######## design 1 ########
`config.mk`:
```
export PLATFORM = sky130hd
export DESIGN_NAME = mips32_mem_bridge
export DESIGN_NICKNAME = d
export VERILOG_FILES = /design/src/rtl/mips32_mem_bridge.sv
export SDC_FILE = /design/constraint.sdc
export NUM_CORES = 1
export LEC_CHECK = 0
export CAP_MARGIN = 5
export CORE_ASPECT_RATIO = 2
export CORE_MARGIN = 2
export CORE_UTILIZATION = 41
export CTS_BUF_LIST = sky130_fd_sc_hd__clkbuf_4 sky130_fd_sc_hd__clkbuf_8
export CTS_CLUSTER_SIZE = 10
export DETAILED_ROUTE_END_ITERATION = 10
export PLACE_DENSITY = 0.83
export SYNTH_ARGS = -nofsm -noshare
export SYNTH_HDL_FRONTEND = slang
export SYNTH_SLANG_ARGS = --single-unit
```
`constraint.sdc`:
```
create_clock -name clk -period 3.64 [get_ports clk]
set_input_delay 1.092 -clock clk [delete_from_list [all_inputs] [get_ports clk]]
set_output_delay 1.092 -clock clk [all_outputs]
set_load 0.02 [all_outputs]
```
`src/rtl/mips32_mem_bridge.sv`:
```
`default_nettype none
// ============================================================================
// Module   : mips32_mem_bridge
// Brief    : Maps MIPS32 load/store requests onto a single-ported data RAM,
//            with configurable wait states and a sticky fault trap.
// Revision : 1.0 - initial release
// ============================================================================
module mips32_mem_bridge #(
    parameter int                        NUM_REGIONS  = 2,
    parameter int                        REGION_LOG2W = 10,
    parameter int                        PHYS_AW      = 11,
    parameter logic [NUM_REGIONS*32-1:0] REGION_BASE  = {32'h7FFFE000, 32'h10010000},
    parameter int                        WAIT_STATES  = 1
) (
    input  logic               clk,
    input  logic               rst,
    input  logic               req_valid,
    input  logic               req_write,
    input  logic [31:0]        req_addr,
    input  logic [31:0]        req_wdata,
    output logic               req_ready,
    output logic               stall,
    output logic               rsp_valid,
    output logic [31:0]        rsp_rdata,
    output logic               fault,
    output logic [31:0]        fault_addr,
    input  logic               fault_clr,
    output logic               mem_en,
    output logic               mem_we,
    output logic [PHYS_AW-1:0] mem_addr,
    output logic [31:0]        mem_wdata,
    input  logic [31:0]        mem_rdata
);

    localparam int                 c_cnt_w        = (WAIT_STATES > 0) ? $clog2(WAIT_STATES + 1) : 1;
    localparam logic [c_cnt_w-1:0] c_wait_val     = c_cnt_w'(WAIT_STATES);
    localparam logic [32:0]        c_region_bytes = 33'd4 << REGION_LOG2W;

    typedef enum logic [2:0] {
        S_IDLE   = 3'd0,
        S_WAIT   = 3'd1,
        S_ACCESS = 3'd2,
        S_RESP   = 3'd3,
        S_FAULT  = 3'd4
    } state_t;

    state_t               r_state;
    state_t               w_next;
    logic [c_cnt_w-1:0]   r_cnt;
    logic [PHYS_AW-1:0]   r_addr;
    logic                 r_write;
    logic [31:0]          r_wdata;
    logic [31:0]          r_fault_addr;

    logic [31:0]          w_off   [NUM_REGIONS];
    logic [PHYS_AW-1:0]   w_rphys [NUM_REGIONS];
    logic [NUM_REGIONS-1:0] w_rhit;
    logic                 w_hit;
    logic [PHYS_AW-1:0]   w_phys;
    logic                 w_valid;

    // Per-region offset and hit; the unsigned subtract folds the lower bound in.
    for (genvar gi = 0; gi < NUM_REGIONS; gi++) begin : g_region
        localparam logic [PHYS_AW-1:0] c_phys_base = PHYS_AW'(gi) << REGION_LOG2W;
        assign w_off[gi]   = req_addr - REGION_BASE[32*gi +: 32];
        assign w_rhit[gi]  = ({1'b0, w_off[gi]} < c_region_bytes);
        assign w_rphys[gi] = c_phys_base | PHYS_AW'(w_off[gi][REGION_LOG2W+1:2]);
    end

    // Scan downwards so the lowest-indexed hitting region wins.
    always_comb begin
        w_hit  = 1'b0;
        w_phys = '0;
        for (int i = NUM_REGIONS - 1; i >= 0; i--) begin
            if (w_rhit[i]) begin
                w_hit  = 1'b1;
                w_phys = w_rphys[i];
            end
        end
    end

    assign w_valid = w_hit && (req_addr[1:0] == 2'b00);

    always_ff @(posedge clk) begin
        if (rst) begin
            r_state      <= S_IDLE;
            r_cnt        <= '0;
            r_addr       <= '0;
            r_write      <= 1'b0;
            r_wdata      <= '0;
            r_fault_addr <= '0;
        end else begin
            r_state <= w_next;
            if (r_state == S_IDLE && req_valid) begin
                if (w_valid) begin
                    r_addr  <= w_phys;
                    r_write <= req_write;
                    r_wdata <= req_wdata;
                    r_cnt   <= c_wait_val;
                end else begin
                    r_fault_addr <= req_addr;
                end
            end else if (r_state == S_WAIT) begin
                r_cnt <= r_cnt - c_cnt_w'(1);
            end
        end
    end

    always_comb begin
        w_next    = r_state;
        req_ready = 1'b0;
        stall     = 1'b0;
        rsp_valid = 1'b0;
        rsp_rdata = '0;
        fault     = 1'b0;
        mem_en    = 1'b0;
        mem_we    = 1'b0;
        case (r_state)
            S_IDLE: begin
                req_ready = 1'b1;
                stall     = req_valid;
                if (req_valid) begin
                    if (!w_valid)
                        w_next = S_FAULT;
                    else if (WAIT_STATES == 0)
                        w_next = S_ACCESS;
                    else
                        w_next = S_WAIT;
                end
            end
            S_WAIT: begin
                stall = 1'b1;
                if (r_cnt == c_cnt_w'(1))
                    w_next = S_ACCESS;
            end
            S_ACCESS: begin
                // Gated by reset so an aborted access never reaches the RAM.
                stall  = 1'b1;
                mem_en = !rst;
                mem_we = !rst && r_write;
                w_next = S_RESP;
            end
            S_RESP: begin
                rsp_valid = 1'b1;
                if (!r_write)
                    rsp_rdata = mem_rdata;
                w_next = S_IDLE;
            end
            S_FAULT: begin
                stall = 1'b1;
                fault = 1'b1;
                if (fault_clr)
                    w_next = S_IDLE;
            end
            default: w_next = S_IDLE;
        endcase
    end

    assign mem_addr   = r_addr;
    assign mem_wdata  = r_wdata;
    assign fault_addr = r_fault_addr;

endmodule
`default_nettype wire

```
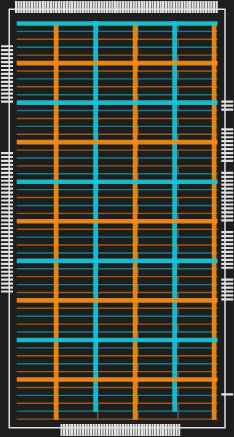
design_1/power_grid.png
Pins as bars on the die edge. Tap cells in gray.
| net | color |
|---|---|
| VDD | cyan |
| VSS | orange |
met5 straps: 10
met1 rails: 51
met4 straps: 5
signal pins: 214
die width: 73.7 um
Max VDD drop: 0.000231 V
Core Box Area: 0.00938 mm2

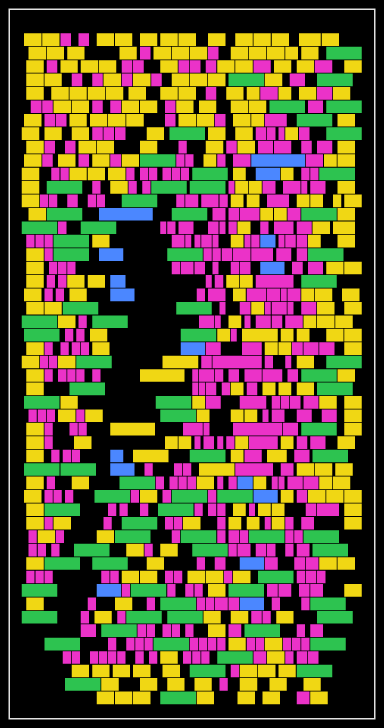
design_1/placement_by_type.png
| class | color | cells | share of their area |
|---|---|---|---|
| sequential cells | green | 80 | 24% |
| remaining buffers and delay cells | yellow | 273 | 40% |
| clock drivers and dummy loads | blue | 16 | 3.4% |
| combinational and other logic | magenta | 357 | 33% |
row count: 50
Final Instance Area: 0.00686 mm2

==> results.yml <==
# yosys + openroad results
die:
  tap_cells: 104
finish:
  largestClassByArea: "non-clock buffers"
  inverters: 4
global_route:
  grt_max_degree: 66
  grt_pass1_wl_mm: 23.2
detailed_routing:
  drt-pass1-iter-count: 5
  drc: 0
critical_path:
  cp-startpoint: "req_addr[16]"
  reg2reg_to: "fault_addr[8]"
yosys:
  adder_share_pct: 0.314
  ys.flops: 80
placement:
  pre_cts_ws_ns: -0.324
power:
  swShare_pct: 26.4
clock_network:
  postCtsSetupBuffers: 0
run_status:
  status: "finished, final reports clean"
==> metrics by stage <==
step,util (%),power [uW]
2_1_floorplan,-,1080
3_3_place_gp,69.8,1320
3_5_place_dp,69.8,1330
4_1_cts,72.2,2090
5_1_grt,73.1,2160
6_report,73.1,2090
==> power groups by stage <==
stage / clock (uW) / combinational (uW) / sequential [uW]
floorplan: 0 / 114 / 970
global route: 820 / 416 / 925
global placement: 0 / 378 / 941
finish: 771 / 392 / 922
CTS: 785 / 388 / 922
detailed placement: 0 / 385 / 942
==> critical path, cell delays in order <==
cell             delay (ns)
clkdlybuf4s50_1        0.65
nand4_2                0.19
buf_4                  0.19
nor3_1                 0.26
buf_4                  0.18
nand4_1                0.11
a21o_1                 0.24
buf_4                  0.16
o31ai_4                0.23
buf_6                  0.16
clkbuf_16              0.20
nand3_1                0.09
a21oi_1                0.14
==> cells by family (layout without fill, tap and decap cells) <==
kind of cell,count (synthesis),after routing
buf+inv,41,293
compound gates,160,160
simple gates,182,182
xor+xnor,7,7
mux,3,3
fa+ha+maj,1,1
flops,80,80
==> state kept, by name, indices dropped and copies added (netlist names) <==
name        flops
fault_addr     32
mem_addr       11
mem_wdata      32
r_cnt           1
r_state         3
r_write         1

######## design 2 ########
design_2/wires.png
Scale bar: 20 um.
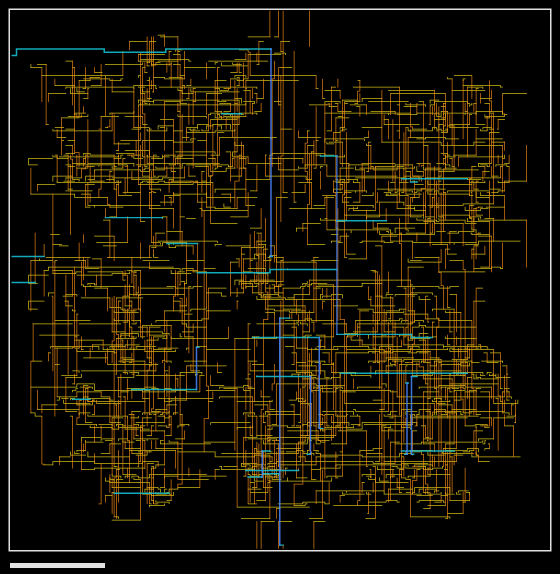
design_2/placement_by_type.png
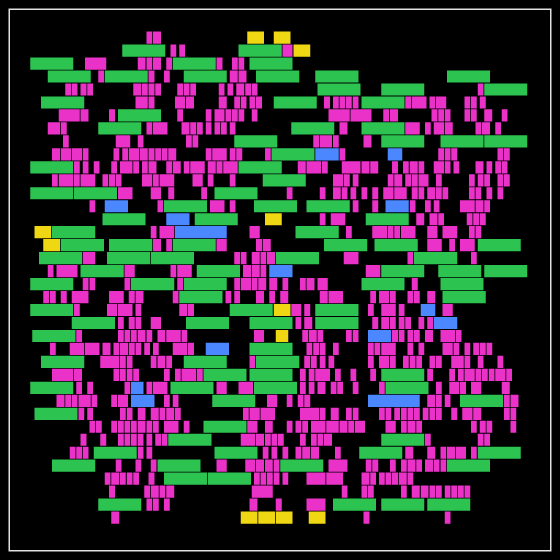
**config.mk**
```make
export PLATFORM = sky130hd
export DESIGN_NAME = stopwatch_ctrl
export DESIGN_NICKNAME = d
export VERILOG_FILES = /design/src/rtl/stopwatch_ctrl.sv
export SDC_FILE = /design/constraint.sdc
export NUM_CORES = 1
export LEC_CHECK = 0
export ABC_AREA = 1
export CORE_MARGIN = 4
export CORE_UTILIZATION = 50
export CTS_CLUSTER_SIZE = 10
export DETAILED_ROUTE_END_ITERATION = 16
export PLACE_DENSITY_LB_ADDON = 0.15
export REMOVE_ABC_BUFFERS = 1
export SYNTH_ARGS = -nofsm -noshare
export SYNTH_HDL_FRONTEND = slang
export SYNTH_SLANG_ARGS = --single-unit
```
**constraint.sdc**
```tcl
create_clock -name clk -period 7.6 [get_ports clk]
set_clock_uncertainty 0.05 [all_clocks]
set_input_delay 1.52 -clock clk [delete_from_list [all_inputs] [get_ports clk]]
set_output_delay 1.52 -clock clk [all_outputs]
set_load 0.01 [all_outputs]
```
**src/rtl/stopwatch_ctrl.sv**
```systemverilog
`timescale 1ns/1ps
// Front-panel sequencer for the MM:SS stopwatch: button sync/debounce,
// run/pause/lap FSM, per-second count enable and display freeze/latch controls.
//
// state | meaning
// IDLE  | stopped at 00:00, waiting for start
// RUN   | counting, display shows live digits
// PAUSE | counting held, partial second preserved
// LAP   | counting, display frozen on latched lap value
module stopwatch_ctrl #(
    parameter int TICK_DIV   = 50_000_000,
    parameter int DEB_CYCLES = 1_000_000
) (
    input  logic       clk,
    input  logic       reset,
    input  logic       btn_start_stop,
    input  logic       btn_lap,
    input  logic       btn_clear,
    output logic       count_en,
    output logic       count_clr,
    output logic       lap_latch,
    output logic       disp_freeze,
    output logic       running,
    output logic [1:0] state
);

    localparam int PW = (TICK_DIV > 2) ? $clog2(TICK_DIV) : 1;
    localparam int DW = $clog2(DEB_CYCLES + 1);
    localparam logic [PW-1:0] PRESC_TOP = PW'(TICK_DIV - 1);
    localparam logic [DW-1:0] DEB_MAX   = DW'(DEB_CYCLES);

    typedef enum logic [1:0] {
        IDLE  = 2'b00,
        RUN   = 2'b01,
        PAUSE = 2'b10,
        LAP   = 2'b11
    } state_t;

    // bit 0 = start_stop, bit 1 = lap, bit 2 = clear
    logic [2:0]    btn_raw;
    logic [2:0]    sync1;
    logic [2:0]    sync2;
    logic [2:0]    deb;
    logic [2:0]    deb_d;
    logic [DW-1:0] deb_cnt [3];
    logic [2:0]    press;

    state_t        st;
    logic [PW-1:0] presc;

    assign btn_raw = {btn_clear, btn_lap, btn_start_stop};

    always_ff @(posedge clk or posedge reset) begin
        if (reset) begin
            sync1 <= '0;
            sync2 <= '0;
            deb   <= '0;
            deb_d <= '0;
            for (int i = 0; i < 3; i++) deb_cnt[i] <= '0;
        end else begin
            sync1 <= btn_raw;
            sync2 <= sync1;
            deb_d <= deb;
            for (int i = 0; i < 3; i++) begin
                if (sync2[i] == deb[i]) begin
                    deb_cnt[i] <= '0;
                end else if (deb_cnt[i] == DEB_MAX) begin
                    deb[i]     <= sync2[i];
                    deb_cnt[i] <= '0;
                end else begin
                    deb_cnt[i] <= deb_cnt[i] + DW'(1);
                end
            end
        end
    end

    // Only rising debounced edges are events; releases are silent.
    assign press = deb & ~deb_d;

    always_ff @(posedge clk or posedge reset) begin
        if (reset) begin
            st        <= IDLE;
            presc     <= '0;
            count_clr <= 1'b0;
            lap_latch <= 1'b0;
        end else begin
            count_clr <= 1'b0;
            lap_latch <= 1'b0;
            if (running) presc <= (presc == PRESC_TOP) ? '0 : presc + PW'(1);
            case (st)
                IDLE: begin
                    presc <= '0;
                    if (press[2])      count_clr <= 1'b1;
                    else if (press[0]) st <= RUN;
                end
                RUN: begin
                    if (press[0]) begin
                        st <= PAUSE;
                    end else if (press[1]) begin
                        st        <= LAP;
                        lap_latch <= 1'b1;
                    end
                end
                LAP: begin
                    if (press[0])      st <= PAUSE;
                    else if (press[1]) st <= RUN;
                end
                PAUSE: begin
                    if (press[2]) begin
                        st        <= IDLE;
                        count_clr <= 1'b1;
                        presc     <= '0;
                    end else if (press[0]) begin
                        st <= RUN;
                    end
                end
                default: st <= IDLE;
            endcase
        end
    end

    assign state       = st;
    assign running     = (st == RUN) || (st == LAP);
    assign disp_freeze = (st == LAP);
    assign count_en    = running && (presc == PRESC_TOP);

endmodule

```
==> results.yml <==
# yosys + openroad results
run_status:
  status: "finished, final reports clean"
finish:
  drive_gt1_share_pct: 6.37
  largest_reg_flops: 60
  final_cell_mix: "nand2_1 (174), nor2_1 (156), dfrtp_1 (102)"
timing:
  final_max_slew_viol_count: 0
  hold_slack_ns: 0.311
power:
  p_seq_uw: 552
  combinationalPower_uw: 30.0
detailed_routing:
  topRoutingLayerUsed: "met4"
  met3WireLength_um: 287
placement:
  pre_cts_ws_ns: 4.35
min_path:
  min_path_type: "reg -> reg"
  hold_path.startpoint: "sync1[1]"
yosys:
  synthArstFlopShare_pct: 100
  ys_cells: 734
  synth_warnings: 0
  ys_top_cells_by_area: "dfrtp_1 (46%), nand2_1 (12%), nor2_1 (11%)"
global_route:
  met3_usage_pct: 4.55
clock_network:
  post_cts_resized: 0
Notes on design_2/wires.png above:
| layer | color | wire length |
|---|---|---|
| metal 1 | yellow | 5020 um |
| metal 2 | orange | 5250 um |
| metal 3 | cyan | 288 um |
| metal 4 | blue | 209 um |
GRT Total Usage: 17.8%
final WL: 10.8 mm

Notes on design_2/placement_by_type.png above:
| class | color | cells | share of their area |
|---|---|---|---|
| sequential cells | green | 102 | 44% |
| combinational and other logic | magenta | 625 | 50% |
| remaining buffers and delay cells | yellow | 12 | 2.0% |
| clock drivers and dummy loads | blue | 14 | 3.6% |
utilization after layout: 55.3%
Final Instance Area: 0.00599 mm2
Seq/total area: 42.6%
row count: 38

[critical path, stage by stage (launching register included)]
cell and delay, ns:
dfrtp_1 0.42, ha_1 0.20, nand2_1 0.08, inv_1 0.14, nand2_4 0.07, nor2_4 0.09, nand3_2 0.11, inv_1 0.09
clkdlybuf4s50_1 0.53
[cells by family (layout without fill, tap and decap cells)]
| kind of cell | Yosys count | after routing | synth area share (%) |
|---|---|---|---|
| AOI/OAI and AO/OA | 28 | 28 | 2.67 |
| adders and majority gates | 7 | 7 | 1.58 |
| xor gates and xnor gates | 42 | 42 | 6.64 |
| buffers and inverters | 100 | 119 | 7.23 |
| DFF | 102 | 102 | 46.1 |
| and+or+nand+nor | 455 | 455 | 35.8 |
[area by class of cell]
type / count / area [um2]
multi-input cells: 532 / 2580
repair buffers: 12 / 118
clock buffers: 9 / 124
fillers: 1007 / 4850
clock inverters: 5 / 85.1
well taps: 140 / 175
flip-flops and latches: 102 / 2550
inverters: 93 / 352
[stage by stage]
step           std cells  power, uW  util (%)
3_5_place_dp         879        594      53.3
6_report             893        946      55.3
2_1_floorplan        727        584         -
3_3_place_gp         879        593      53.3
4_1_cts              893        964      55.3
5_1_grt              893        993      55.3


==> gallery <==
Routed clock nets over the placement.
Scale bar: 20 um.
panel A
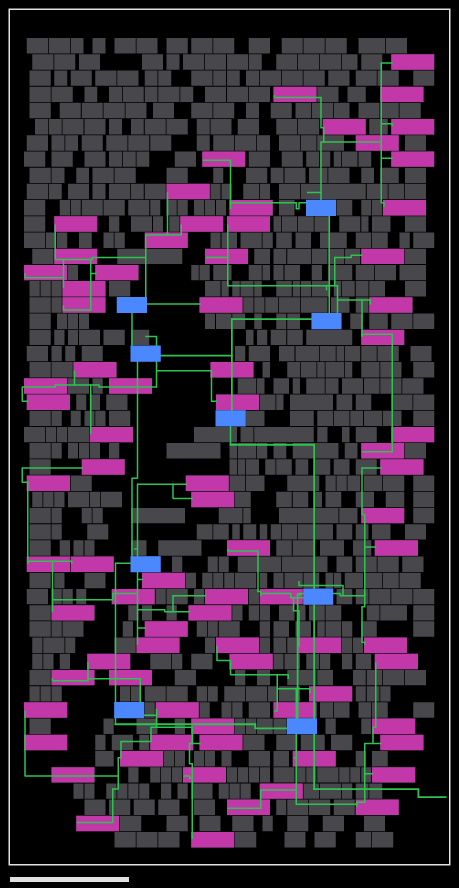
panel B
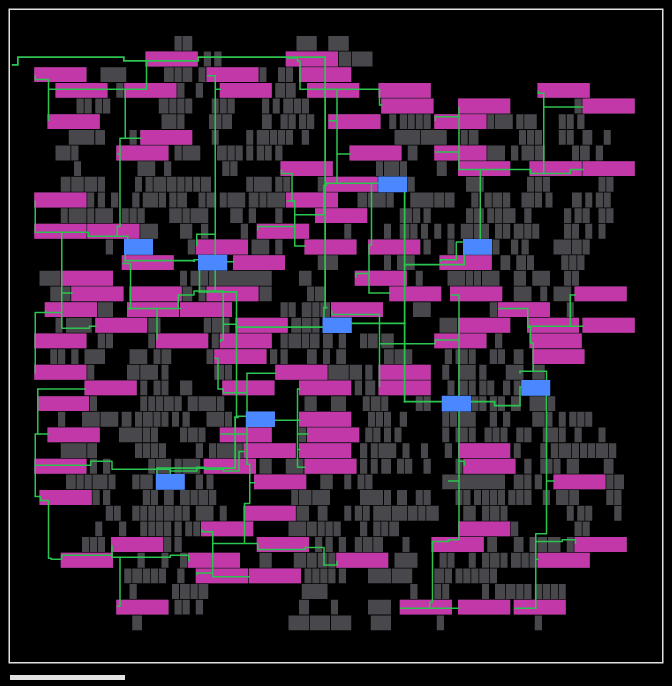
For design 2, see panel B.
For design 1, see panel A.
- largest die: panel B
- most sequential cells: panel B

Key to panel A:
[clock drivers] blue | count: 9
[clock wires] green | length: 1080 um
[flip-flops] magenta | count: 80
routed clock nets: 10
flops lie: all over the die

Power is estimated from default activity; no workload was simulated.
